######## ahb_slv2mst_bridge_pipe ########
**config.mk**
```make
export PLATFORM = sky130hd
export DESIGN_NAME = ahb_slv2mst_bridge_pipe
export DESIGN_NICKNAME = d
export VERILOG_FILES = /design/src/rtl/ahb_bridge_pkg.sv /design/src/rtl/ahb_bridge_timeout.sv /design/src/rtl/ahb_slv2mst_bridge_pipe.sv
export SDC_FILE = /design/constraint.sdc
export NUM_CORES = 1
export LEC_CHECK = 0
export ABC_AREA = 1
export CAP_MARGIN = 20
export CORE_UTILIZATION = 38
export DETAILED_ROUTE_END_ITERATION = 7
export PLACE_DENSITY = 0.88
export REMOVE_ABC_BUFFERS = 1
export SLEW_MARGIN = 20
export SYNTH_ARGS = -nofsm -noshare
export SYNTH_HDL_FRONTEND = slang
export SYNTH_SLANG_ARGS = --single-unit
```
**constraint.sdc**
```tcl
create_clock -name clock -period 1.5 [get_ports clock]
set_clock_uncertainty 0.05 [all_clocks]
set_input_delay 0.3 -clock clock [delete_from_list [all_inputs] [get_ports clock]]
set_output_delay 0.3 -clock clock [all_outputs]
set_load 0.01 [all_outputs]
```
**src/rtl/ahb_bridge_pkg.sv**
```systemverilog
// Shared types and encodings for the registered AHB slave-to-master bridge.
//   state_e       : bridge FSM states
//   ahb_ctrl_t    : captured per-beat control payload (write/size/prot)
//   HTRANS_*      : AHB transfer types
//   HRESP_*       : AHB response codes
//   HBURST_SINGLE : burst encoding used on every issued beat
//   REMAP_*       : upper-address remap mode encodings
package ahb_bridge_pkg;

    typedef enum logic [2:0] {
        ST_IDLE = 3'd0,
        ST_ADDR = 3'd1,
        ST_DATA = 3'd2,
        ST_RESP = 3'd3,
        ST_ERR1 = 3'd4,
        ST_ERR2 = 3'd5
    } state_e;

    typedef struct packed {
        logic       write;
        logic [2:0] size;
        logic [3:0] prot;
    } ahb_ctrl_t;

    localparam logic [1:0] HTRANS_IDLE   = 2'b00;
    localparam logic [1:0] HTRANS_BUSY   = 2'b01;
    localparam logic [1:0] HTRANS_NONSEQ = 2'b10;
    localparam logic [1:0] HTRANS_SEQ    = 2'b11;

    localparam logic [1:0] HRESP_OKAY  = 2'b00;
    localparam logic [1:0] HRESP_ERROR = 2'b01;

    localparam logic [2:0] HBURST_SINGLE = 3'b000;

    localparam int unsigned REMAP_PASS  = 0;
    localparam int unsigned REMAP_CONST = 1;
    localparam int unsigned REMAP_PORT  = 2;

endpackage

```
**src/rtl/ahb_bridge_timeout.sv**
```systemverilog
// Master-side stall watchdog with sticky flag.
//   clk, rst_n   : clock, async active-low reset
//   start_i      : a new beat is being launched (clears the counter)
//   active_i     : bridge is waiting on the master (ADDR or DATA)
//   stall_i      : master HREADY low this cycle
//   clr_i        : clears the sticky flag (a same-cycle expiry wins)
//   expire_c_o   : combinational; this stall cycle reaches the limit
//   flag_o       : sticky timeout flag
// TIMEOUT_CYCLES = 0 disables expiry entirely.
module ahb_bridge_timeout #(
    parameter int unsigned TIMEOUT_CYCLES = 1024
) (
    input  logic clk,
    input  logic rst_n,
    input  logic start_i,
    input  logic active_i,
    input  logic stall_i,
    input  logic clr_i,
    output logic expire_c_o,
    output logic flag_o
);

    localparam int unsigned LAST  = (TIMEOUT_CYCLES == 0) ? 0 : TIMEOUT_CYCLES - 1;
    localparam int unsigned CNT_W = (LAST < 2) ? 1 : $clog2(LAST + 1);

    logic [CNT_W-1:0] cnt_q, cnt_d;
    logic             flag_q, flag_d;

    // Expiry fires on the TIMEOUT_CYCLES-th stall cycle counted since launch.
    always_comb begin
        expire_c_o = 1'b0;
        cnt_d      = cnt_q;
        flag_d     = flag_q;
        if (TIMEOUT_CYCLES != 0) begin
            expire_c_o = active_i & stall_i & (cnt_q == CNT_W'(LAST));
        end
        if (start_i) begin
            cnt_d = '0;
        end else if (active_i && stall_i && !expire_c_o) begin
            cnt_d = cnt_q + CNT_W'(1);
        end
        if (clr_i) begin
            flag_d = 1'b0;
        end
        if (expire_c_o) begin
            flag_d = 1'b1;
        end
    end

    always_ff @(posedge clk or negedge rst_n) begin
        if (!rst_n) begin
            cnt_q  <= '0;
            flag_q <= 1'b0;
        end else begin
            cnt_q  <= cnt_d;
            flag_q <= flag_d;
        end
    end

    assign flag_o = flag_q;

endmodule

```
**src/rtl/ahb_slv2mst_bridge_pipe.sv**
```systemverilog
// Registered AHB-Lite slave-to-master bridge. Each accepted slave beat is
// re-issued on the master port as NONSEQ/SINGLE with optional upper-address
// remap; no combinational path from slave inputs to master outputs.
//   clock, resetn        : clock, async active-low reset
//   *_SLAVE              : AHB-Lite slave port (HREADYOUT/HRDATA/HRESP out)
//   *_MASTER             : AHB-Lite master port (HREADY/HRDATA/HRESP in)
//   remap_addr           : upper address bits used in remap mode 2
//   timeout_clr          : clears timeout_flag
//   timeout_flag         : sticky, set when a master beat is aborted on stall
module ahb_slv2mst_bridge_pipe #(
    parameter int unsigned ADDR_W         = 32,
    parameter int unsigned DATA_W         = 32,
    parameter int unsigned REMAP_BITS     = 4,
    parameter int unsigned REMAP_MODE     = 1,
    parameter int unsigned REMAP_VALUE    = 0,
    parameter int unsigned TIMEOUT_CYCLES = 1024
) (
    input  logic                  clock,
    input  logic                  resetn,
    input  logic                  HSEL_SLAVE,
    input  logic [ADDR_W-1:0]     HADDR_SLAVE,
    input  logic [1:0]            HTRANS_SLAVE,
    input  logic                  HWRITE_SLAVE,
    input  logic [2:0]            HSIZE_SLAVE,
    input  logic [2:0]            HBURST_SLAVE,
    input  logic [3:0]            HPROT_SLAVE,
    input  logic                  HMASTLOCK_SLAVE,
    input  logic [DATA_W-1:0]     HWDATA_SLAVE,
    input  logic                  HREADY_SLAVE,
    output logic                  HREADYOUT_SLAVE,
    output logic [DATA_W-1:0]     HRDATA_SLAVE,
    output logic [1:0]            HRESP_SLAVE,
    output logic [ADDR_W-1:0]     HADDR_MASTER,
    output logic [1:0]            HTRANS_MASTER,
    output logic                  HWRITE_MASTER,
    output logic [2:0]            HSIZE_MASTER,
    output logic [2:0]            HBURST_MASTER,
    output logic [3:0]            HPROT_MASTER,
    output logic                  HMASTLOCK_MASTER,
    output logic [DATA_W-1:0]     HWDATA_MASTER,
    input  logic                  HREADY_MASTER,
    input  logic [DATA_W-1:0]     HRDATA_MASTER,
    input  logic [1:0]            HRESP_MASTER,
    input  logic [REMAP_BITS-1:0] remap_addr,
    input  logic                  timeout_clr,
    output logic                  timeout_flag
);

    import ahb_bridge_pkg::*;

    state_e            state_q, state_d;
    ahb_ctrl_t         ctrl_q, ctrl_d;
    logic [ADDR_W-1:0] haddr_q, haddr_d, addr_remap_c;
    logic [DATA_W-1:0] hwdata_q, hwdata_d, hrdata_q, hrdata_d;
    logic [1:0]        htrans_q, htrans_d, hresp_q, hresp_d;
    logic              hreadyout_q, hreadyout_d;
    logic              lock_q, lock_d;
    logic              wpend_q;
    logic              accept_c, load_c, expire_c, active_c;
    logic              unused_c;

    // Burst type and SEQ/NONSEQ distinction are deliberately dropped.
    assign unused_c = ^{HBURST_SLAVE, HTRANS_SLAVE[0], remap_addr};

    assign accept_c = HSEL_SLAVE & HTRANS_SLAVE[1] & HREADY_SLAVE;
    assign load_c   = accept_c & ((state_q == ST_IDLE) | (state_q == ST_RESP) |
                                  (state_q == ST_ERR2));
    assign active_c = (state_q == ST_ADDR) | (state_q == ST_DATA);

    // Upper-address remap on the issued address only.
    always_comb begin
        addr_remap_c = HADDR_SLAVE;
        if (REMAP_MODE == REMAP_CONST) begin
            addr_remap_c[ADDR_W-1 -: REMAP_BITS] = REMAP_BITS'(REMAP_VALUE);
        end else if (REMAP_MODE == REMAP_PORT) begin
            addr_remap_c[ADDR_W-1 -: REMAP_BITS] = remap_addr;
        end
    end

    ahb_bridge_timeout #(
        .TIMEOUT_CYCLES (TIMEOUT_CYCLES)
    ) u_timeout (
        .clk        (clock),
        .rst_n      (resetn),
        .start_i    (load_c),
        .active_i   (active_c),
        .stall_i    (~HREADY_MASTER),
        .clr_i      (timeout_clr),
        .expire_c_o (expire_c),
        .flag_o     (timeout_flag)
    );

    // Next state and next registered outputs; outputs follow state_d.
    always_comb begin
        state_d = state_q;
        unique case (state_q)
            ST_IDLE: if (accept_c) state_d = ST_ADDR;
            ST_ADDR: begin
                if (expire_c)           state_d = ST_ERR1;
                else if (HREADY_MASTER) state_d = ST_DATA;
            end
            ST_DATA: begin
                if (expire_c) begin
                    state_d = ST_ERR1;
                end else if (HREADY_MASTER) begin
                    state_d = (HRESP_MASTER == HRESP_ERROR) ? ST_ERR1 : ST_RESP;
                end
            end
            ST_RESP, ST_ERR2: state_d = accept_c ? ST_ADDR : ST_IDLE;
            ST_ERR1: state_d = ST_ERR2;
            default: state_d = ST_IDLE;
        endcase

        hreadyout_d = (state_d == ST_IDLE) | (state_d == ST_RESP) | (state_d == ST_ERR2);
        hresp_d     = ((state_d == ST_ERR1) | (state_d == ST_ERR2)) ? HRESP_ERROR : HRESP_OKAY;
        htrans_d    = (state_d == ST_ADDR) ? HTRANS_NONSEQ : HTRANS_IDLE;

        haddr_d = load_c ? addr_remap_c : haddr_q;
        ctrl_d  = ctrl_q;
        if (load_c) begin
            ctrl_d.write = HWRITE_SLAVE;
            ctrl_d.size  = HSIZE_SLAVE;
            ctrl_d.prot  = HPROT_SLAVE;
        end

        // Lock is held across the whole ADDR+DATA span of the beat.
        lock_d = 1'b0;
        if ((state_d == ST_ADDR) || (state_d == ST_DATA)) begin
            lock_d = load_c ? HMASTLOCK_SLAVE : lock_q;
        end

        // Slave write data is valid in the cycle after the accept.
        hwdata_d = wpend_q ? HWDATA_SLAVE : hwdata_q;

        hrdata_d = hrdata_q;
        if ((state_q == ST_DATA) && HREADY_MASTER && (HRESP_MASTER != HRESP_ERROR)) begin
            hrdata_d = HRDATA_MASTER;
        end
    end

    always_ff @(posedge clock or negedge resetn) begin
        if (!resetn) begin
            state_q     <= ST_IDLE;
            hreadyout_q <= 1'b1;
            hresp_q     <= HRESP_OKAY;
            htrans_q    <= HTRANS_IDLE;
            haddr_q     <= '0;
            ctrl_q      <= '0;
            lock_q      <= 1'b0;
            hwdata_q    <= '0;
            hrdata_q    <= '0;
            wpend_q     <= 1'b0;
        end else begin
            state_q     <= state_d;
            hreadyout_q <= hreadyout_d;
            hresp_q     <= hresp_d;
            htrans_q    <= htrans_d;
            haddr_q     <= haddr_d;
            ctrl_q      <= ctrl_d;
            lock_q      <= lock_d;
            hwdata_q    <= hwdata_d;
            hrdata_q    <= hrdata_d;
            wpend_q     <= load_c;
        end
    end

    assign HREADYOUT_SLAVE  = hreadyout_q;
    assign HRESP_SLAVE      = hresp_q;
    assign HRDATA_SLAVE     = hrdata_q;
    assign HADDR_MASTER     = haddr_q;
    assign HTRANS_MASTER    = htrans_q;
    assign HWRITE_MASTER    = ctrl_q.write;
    assign HSIZE_MASTER     = ctrl_q.size;
    assign HPROT_MASTER     = ctrl_q.prot;
    assign HBURST_MASTER    = HBURST_SINGLE;
    assign HMASTLOCK_MASTER = lock_q;
    assign HWDATA_MASTER    = hwdata_q;

endmodule

```
ahb_slv2mst_bridge_pipe/met1.png
The bar under the picture is 20 um long.
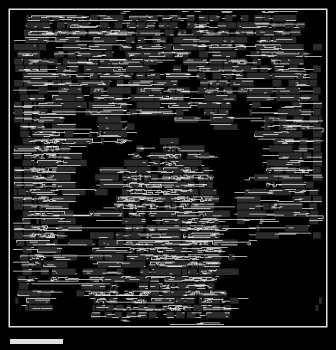
longest straight run	39.6 um
main direction	horizontal
nets with wire on the layer	697
share of all routed wire	38%
wire length on this layer	5,410 um

==> out/results.ini <==
[sta]
hold_ws_ns=0.319
final.min_clock_period_ns=1.57
setup_viol=6
fin_ws_ns=-0.0742
finalClockPeriodUsage_pct=105

[logic_synthesis]
synth_area_um2=5170
synthAoiAreaFrac_pct=1.77
ys_warn_count=0
synth-xor-area-share_pct=0.847
yosys.area.top_type=dfrtp_1

[flow_run]
cap_violations=0
warnings=39

[worst_setup_path]
path_delay_family=simple AND/OR/NAND/NOR gates
required_ns=1.79
crit_path_frequent_cell=nand2_4

[power_and_ir_drop]
pwr-share-clk_pct=24.6
p_per_area_nw_per_um2=1920
p_seq_share_pct=35.1
seq_power_mw=5.66

[grt]
grt_start_max_net_pins=41
antenna_found_initial=0

[floorplanning]
die_w_um=119

[status]
violations=setup timing
outcome=finished with violations

[finish]
fillers=1044
final-clk-cell-share_pct=6.86
largest_class=flip-flops and latches
seq_share_pct=35.5
non_clock_inverter_count=18

[routing]
final_antenna_net_count=0

[clock_network]
htree_num_levels=4

ahb_slv2mst_bridge_pipe/met2.png
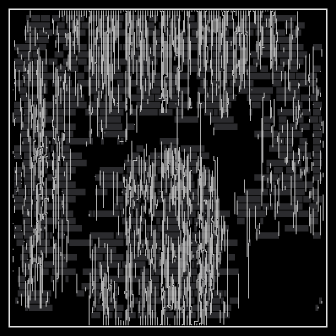
longest straight run	38.1 um
share of all routed wire	53%


######## pragmatic_mac_seq ########
pragmatic_mac_seq/met1.png
The bar under the picture is 50 um long.
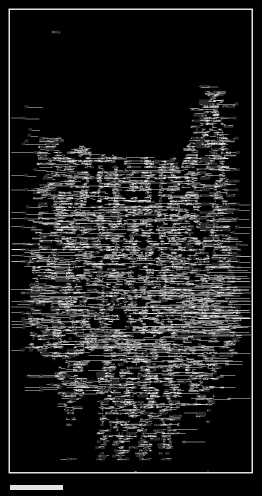
pragmatic_mac_seq/met2.png
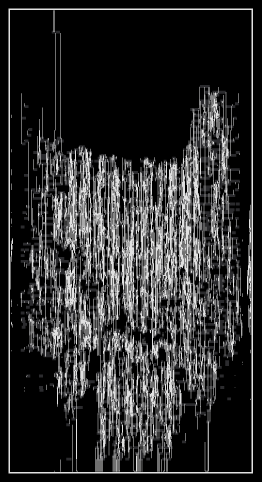
`config.mk`:
```
export PLATFORM = sky130hd
export DESIGN_NAME = pragmatic_mac_seq
export DESIGN_NICKNAME = d
export VERILOG_FILES = /design/src/rtl/pragmatic_pkg.sv /design/src/rtl/pragmatic_mac_seq_lane.sv /design/src/rtl/pragmatic_mac_seq.sv
export SDC_FILE = /design/constraint.sdc
export NUM_CORES = 1
export LEC_CHECK = 0
export CORE_ASPECT_RATIO = 2
export CORE_MARGIN = 10
export CORE_UTILIZATION = 25
export DETAILED_ROUTE_END_ITERATION = 16
export HOLD_SLACK_MARGIN = 0.15
export PLACE_DENSITY = 0.5
export SLEW_MARGIN = 20
export SYNTH_ARGS = -nofsm -noshare
export SYNTH_HDL_FRONTEND = slang
export SYNTH_HIERARCHICAL = 1
export SYNTH_SLANG_ARGS = --single-unit
```
`constraint.sdc`:
```
create_clock -name clk -period 36 [get_ports clk]
set_clock_uncertainty 0.05 [all_clocks]
set_input_delay 10.8 -clock clk [delete_from_list [all_inputs] [get_ports clk]]
set_output_delay 10.8 -clock clk [all_outputs]
set_load 0.02 [all_outputs]
```
`src/rtl/pragmatic_pkg.sv`:
```
// pragmatic_pkg: shared types and helpers for the Pragmatic bit-serial MAC.
//   state_t            - sequencer states
//   pos_width()        - bits needed to index a bit of a DATA_WIDTH word
//   term_width()       - width of one offset-shifted lane term
//   psum_width()       - width of the registered per-round partial sum
//   lowest_set_index() - index of the lowest set bit (0 when the word is zero)
// POS_WIDTH/TERM_WIDTH/PSUM_WIDTH are the values for the default configuration;
// the top level recomputes them from its own parameters via the functions.
package pragmatic_pkg;

  typedef enum logic [1:0] {IDLE, RUN, DRAIN, DONE} state_t;

  localparam int DEF_DATA_WIDTH   = 8;
  localparam int DEF_VEC_LENGTH   = 8;
  localparam int DEF_OFFSET_WIDTH = 2;

  function automatic int pos_width(input int dw);
    return (dw > 1) ? $clog2(dw) : 1;
  endfunction

  // sign-extended activation (dw+1) plus the largest in-window shift
  function automatic int term_width(input int dw, input int ow);
    return dw + 1 + (2**ow - 1);
  endfunction

  // lane term, adder-tree growth, then up to dw-1 bits of common base shift
  function automatic int psum_width(input int dw, input int ow, input int vl);
    return term_width(dw, ow) + $clog2(vl) + dw;
  endfunction

  localparam int POS_WIDTH  = pos_width(DEF_DATA_WIDTH);
  localparam int TERM_WIDTH = term_width(DEF_DATA_WIDTH, DEF_OFFSET_WIDTH);
  localparam int PSUM_WIDTH = psum_width(DEF_DATA_WIDTH, DEF_OFFSET_WIDTH, DEF_VEC_LENGTH);

  function automatic int unsigned lowest_set_index(input logic [63:0] v);
    int unsigned idx;
    idx = 0;
    for (int i = 63; i >= 0; i--)
      if (v[i]) idx = i;
    return idx;
  endfunction

endpackage

```
`src/rtl/pragmatic_mac_seq_lane.sv`:
```
// pragmatic_lane_encoder: one lane of essential-bit scheduling.
//   clk, reset_n  clock / async active-low reset
//   load          capture |weight| and its sign (group acceptance)
//   advance       consume the issued bit this cycle (RUN)
//   weight        signed weight for this lane
//   base          common base position chosen across all lanes
//   nz            remaining magnitude is non-zero
//   en            lane issues a bit this round (within the offset window)
//   sign          latched weight sign
//   pos           lowest set bit of remaining magnitude
//   offset        pos - base, valid when en
//   empty_next    remaining magnitude will be zero after this round
module pragmatic_lane_encoder
  import pragmatic_pkg::*;
#(
  parameter int DATA_WIDTH   = 8,
  parameter int OFFSET_WIDTH = 2,
  parameter int POS_W        = 3
) (
  input  logic                    clk,
  input  logic                    reset_n,
  input  logic                    load,
  input  logic                    advance,
  input  logic [DATA_WIDTH-1:0]   weight,
  input  logic [POS_W-1:0]        base,
  output logic                    nz,
  output logic                    en,
  output logic                    sign,
  output logic [POS_W-1:0]        pos,
  output logic [OFFSET_WIDTH-1:0] offset,
  output logic                    empty_next
);

  logic [DATA_WIDTH-1:0] mag, mag_in, mag_nxt, bit_mask;
  logic [POS_W:0]        diff;

  // two's-complement negate; -2^(DW-1) maps to the unsigned 2^(DW-1)
  assign mag_in = weight[DATA_WIDTH-1] ? (~weight + DATA_WIDTH'(1)) : weight;

  always_comb begin
    nz         = |mag;
    pos        = POS_W'(lowest_set_index(64'(mag)));
    diff       = {1'b0, pos} - {1'b0, base};
    en         = nz && (int'(diff) < (1 << OFFSET_WIDTH));
    offset     = OFFSET_WIDTH'(diff);
    bit_mask   = en ? (DATA_WIDTH'(1) << pos) : '0;
    mag_nxt    = mag & ~bit_mask;
    empty_next = ~|mag_nxt;
  end

  always_ff @(posedge clk or negedge reset_n) begin
    if (!reset_n) begin
      mag  <= '0;
      sign <= 1'b0;
    end else if (load) begin
      mag  <= mag_in;
      sign <= weight[DATA_WIDTH-1];
    end else if (advance) begin
      mag  <= mag_nxt;
    end
  end

endmodule

```
`src/rtl/pragmatic_mac_seq.sv`:
```
// pragmatic_mac_seq: self-scheduling Pragmatic bit-serial MAC, one lane group.
//   clk, reset_n         clock / async active-low reset
//   in_valid/in_ready    operand group handshake
//   in_first             clear accumulator when this group is accepted
//   in_last              present result after this group
//   act, weight          VEC_LENGTH signed activation / weight pairs
//   out_valid/out_ready  result handshake
//   result               acc[ACC_WIDTH-1 -: RESULT_WIDTH]
// Optional (PRAGMATIC_MAC_STATS_EN): stat_rounds, stat_stalls saturating counters.
// Each RUN round issues at most one essential weight bit per lane; lanes whose
// bit lies outside the 2**OFFSET_WIDTH window above the common base stall.
module pragmatic_mac_seq
  import pragmatic_pkg::*;
#(
  parameter int DATA_WIDTH   = 8,
  parameter int VEC_LENGTH   = 8,
  parameter int OFFSET_WIDTH = 2,
  parameter int ACC_WIDTH    = DATA_WIDTH + 16,
  parameter int RESULT_WIDTH = 2 * DATA_WIDTH
) (
  input  logic                                   clk,
  input  logic                                   reset_n,
  input  logic                                   in_valid,
  output logic                                   in_ready,
  input  logic                                   in_first,
  input  logic                                   in_last,
  input  logic [VEC_LENGTH-1:0][DATA_WIDTH-1:0]  act,
  input  logic [VEC_LENGTH-1:0][DATA_WIDTH-1:0]  weight,
  output logic                                   out_valid,
  input  logic                                   out_ready,
  output logic [RESULT_WIDTH-1:0]                result
`ifdef PRAGMATIC_MAC_STATS_EN
  ,
  output logic [15:0]                            stat_rounds,
  output logic [15:0]                            stat_stalls
`endif
);

  localparam int PW  = pos_width(DATA_WIDTH);
  localparam int TW  = term_width(DATA_WIDTH, OFFSET_WIDTH);
  localparam int SW  = TW + $clog2(VEC_LENGTH);
  localparam int PSW = psum_width(DATA_WIDTH, OFFSET_WIDTH, VEC_LENGTH);

  state_t state, state_nxt;
  logic   accept, last_q, all_empty, any_nz;

  logic [VEC_LENGTH-1:0][DATA_WIDTH-1:0]   act_q;
  logic [VEC_LENGTH-1:0]                   nz, en, sign, empty_next;
  logic [VEC_LENGTH-1:0][PW-1:0]           pos;
  logic [VEC_LENGTH-1:0][OFFSET_WIDTH-1:0] offset;
  logic [PW-1:0]                           base;

  logic [SW-1:0]               sum;
  logic [PSW-1:0]              psum_nxt;
  logic signed [PSW-1:0]       psum_reg;
  logic signed [ACC_WIDTH-1:0] psum_ext, acc;

  assign accept    = in_valid && (state == IDLE);
  assign in_ready  = (state == IDLE);
  assign out_valid = (state == DONE);
  assign result    = acc[ACC_WIDTH-1 -: RESULT_WIDTH];
  assign all_empty = &empty_next;

  for (genvar i = 0; i < VEC_LENGTH; i++) begin : g_lane
    pragmatic_lane_encoder #(
      .DATA_WIDTH   (DATA_WIDTH),
      .OFFSET_WIDTH (OFFSET_WIDTH),
      .POS_W        (PW)
    ) u_enc (
      .clk        (clk),
      .reset_n    (reset_n),
      .load       (accept),
      .advance    (state == RUN),
      .weight     (weight[i]),
      .base       (base),
      .nz         (nz[i]),
      .en         (en[i]),
      .sign       (sign[i]),
      .pos        (pos[i]),
      .offset     (offset[i]),
      .empty_next (empty_next[i])
    );
  end

  // common base: smallest pending bit position over non-empty lanes
  always_comb begin
    base   = '1;
    any_nz = 1'b0;
    for (int i = 0; i < VEC_LENGTH; i++)
      if (nz[i] && (pos[i] < base)) base = pos[i];
    for (int i = 0; i < VEC_LENGTH; i++)
      any_nz = any_nz | nz[i];
    if (!any_nz) base = '0;
  end

  // per-lane signed term, offset shift, adder tree, then common base shift
  always_comb begin
    logic [DATA_WIDTH:0] a_ext, a_sel;
    logic [TW-1:0]       t;
    sum = '0;
    for (int i = 0; i < VEC_LENGTH; i++) begin
      a_ext = {act_q[i][DATA_WIDTH-1], act_q[i]};
      a_sel = sign[i] ? -a_ext : a_ext;
      t     = {{(TW-DATA_WIDTH-1){a_sel[DATA_WIDTH]}}, a_sel} << offset[i];
      if (en[i]) sum = sum + {{(SW-TW){t[TW-1]}}, t};
    end
    psum_nxt = {{DATA_WIDTH{sum[SW-1]}}, sum} << base;
  end

  // narrowing truncates (wrap), widening sign-extends
  assign psum_ext = ACC_WIDTH'(psum_reg);

  always_comb begin
    state_nxt = state;
    case (state)
      IDLE:    if (in_valid)  state_nxt = RUN;
      RUN:     if (all_empty) state_nxt = DRAIN;
      DRAIN:   state_nxt = last_q ? DONE : IDLE;
      DONE:    if (out_ready) state_nxt = IDLE;
      default: state_nxt = IDLE;
    endcase
  end

  always_ff @(posedge clk or negedge reset_n) begin
    if (!reset_n) begin
      state  <= IDLE;
      act_q  <= '0;
      last_q <= 1'b0;
    end else begin
      state <= state_nxt;
      if (accept) begin
        act_q  <= act;
        last_q <= in_last;
      end
    end
  end

  // psum_reg is zero outside RUN, so adding it on every RUN/DRAIN cycle
  // accumulates each round exactly once, one cycle behind its issue.
  always_ff @(posedge clk or negedge reset_n) begin
    if (!reset_n) begin
      psum_reg <= '0;
      acc      <= '0;
    end else begin
      psum_reg <= (state == RUN) ? psum_nxt : '0;
      if (accept && in_first)
        acc <= '0;
      else if (state == RUN || state == DRAIN)
        acc <= acc + psum_ext;
    end
  end

`ifdef PRAGMATIC_MAC_STATS_EN
  localparam int NSW = $clog2(VEC_LENGTH + 1);
  logic [NSW-1:0] n_stall;
  logic [16:0]    stall_sum;

  always_comb begin
    n_stall = '0;
    for (int i = 0; i < VEC_LENGTH; i++)
      if (nz[i] && !en[i]) n_stall = n_stall + NSW'(1);
    stall_sum = 17'(stat_stalls) + 17'(n_stall);
  end

  always_ff @(posedge clk or negedge reset_n) begin
    if (!reset_n) begin
      stat_rounds <= '0;
      stat_stalls <= '0;
    end else if (accept && in_first) begin
      stat_rounds <= '0;
      stat_stalls <= '0;
    end else if (state == RUN) begin
      if (stat_rounds != 16'hFFFF) stat_rounds <= stat_rounds + 16'd1;
      stat_stalls <= stall_sum[16] ? 16'hFFFF : stall_sum[15:0];
    end
  end
`endif

endmodule

```
==> out/results.ini <==
[worst_setup_path]
path_depth=100
crit_path_frequent_cell=ha_1
cp-end-kind=flip-flop
crit_path_start=g_lane[0].u_enc/mag[4]$_DFFE_PN0P_
critPathKind=flip-flop to flip-flop
crit_fanout=15
required_ns=36.37
timing.rr.end=psum_reg[14]$_DFF_PN0_
r2r_cells=100
arrival_ns=23.06
start_kind=flip-flop

[grt]
grt_start_max_net_pins=81
met3_usage_pct=2.08

[sta]
final.min_clock_period_ns=22.69
hold_ws_ns=0.489
rsz0062_at_grt=no
report.final.slew_viol_count=0
slew_headroom_pct=34.2
hold_violations=0

[clock_network]
cts_tree=built
post_cts_buffers=0
cts_sinks=185
cts_resized=0
worst_skew_pair.late_latency_ns=0.52
numCtsBuffers=17
cts_hold_buffers=0

[finish]
lay_top_count=nand2_1
layout-drive-gt1-share_pct=8.31
comb_cells=2267
diodes=0
final-clk-cell-share_pct=2.33
design_area_um2=25100
largest_class=multi-input combinational cells
sh_comb_area_pct=63.8
buffers=167
non_clock_inverter_count=201

[worst_hold_path]
min_path_type=flip-flop to flip-flop
hold_path.startpoint=acc[4]$_DFFE_PN0P_
hold_path_end=acc[4]$_DFFE_PN0P_
hold_depth=2

[logic_synthesis]
yosys_cells=2766
synth.avg_cell_area_um2=7.91
topCellsByArea=dfrtp_1, ha_1, mux2_2, nand2_1, o21ai_0
top_logic_kind=AND-OR/OR-AND gates
synth-xor-area-share_pct=7.13
edf_count=0
simple_gate_area_share_pct=18.6
seq_area_frac_synth_pct=21.1
ys.flop_type=dfrtp_1
yosys-mux-area-fraction_pct=9.93

[floorplanning]
core_area_um2=86900
n_tap_cell=1162
rows=153
die_w_um=229
fp_util_pct=25.2

[status]
outcome=completed

[routing]
routed.top_layer=met4
wl_met3_um=2180
drcViolationCount=0
wirelength_um=70900

[placement]
port-buffer-count=151
placed_area_um2=24500
dp_cells=3982
place_ws_ns=13.42

[flow_run]
cap_violations=0
warnings=29

## Picture notes: pragmatic_mac_seq/met1.png
share of all routed wire	39%
wire length on this layer	27.9 mm
main direction	horizontal
nets with wire on the layer	2,991
longest straight run	56.1 um

## Picture notes: pragmatic_mac_seq/met2.png
main direction	vertical
share of all routed wire	54%



==> screenshots <==
Placed standard cells.
panel A
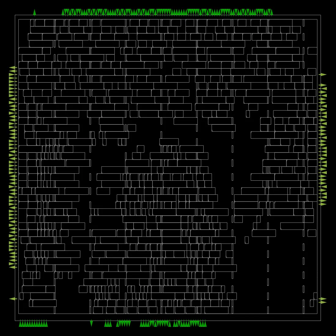
panel B
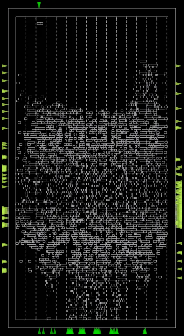
Of these, most sequential cells: panel B
panel A: ahb_slv2mst_bridge_pipe
panel B: pragmatic_mac_seq

Power is estimated from default activity; no workload was simulated.
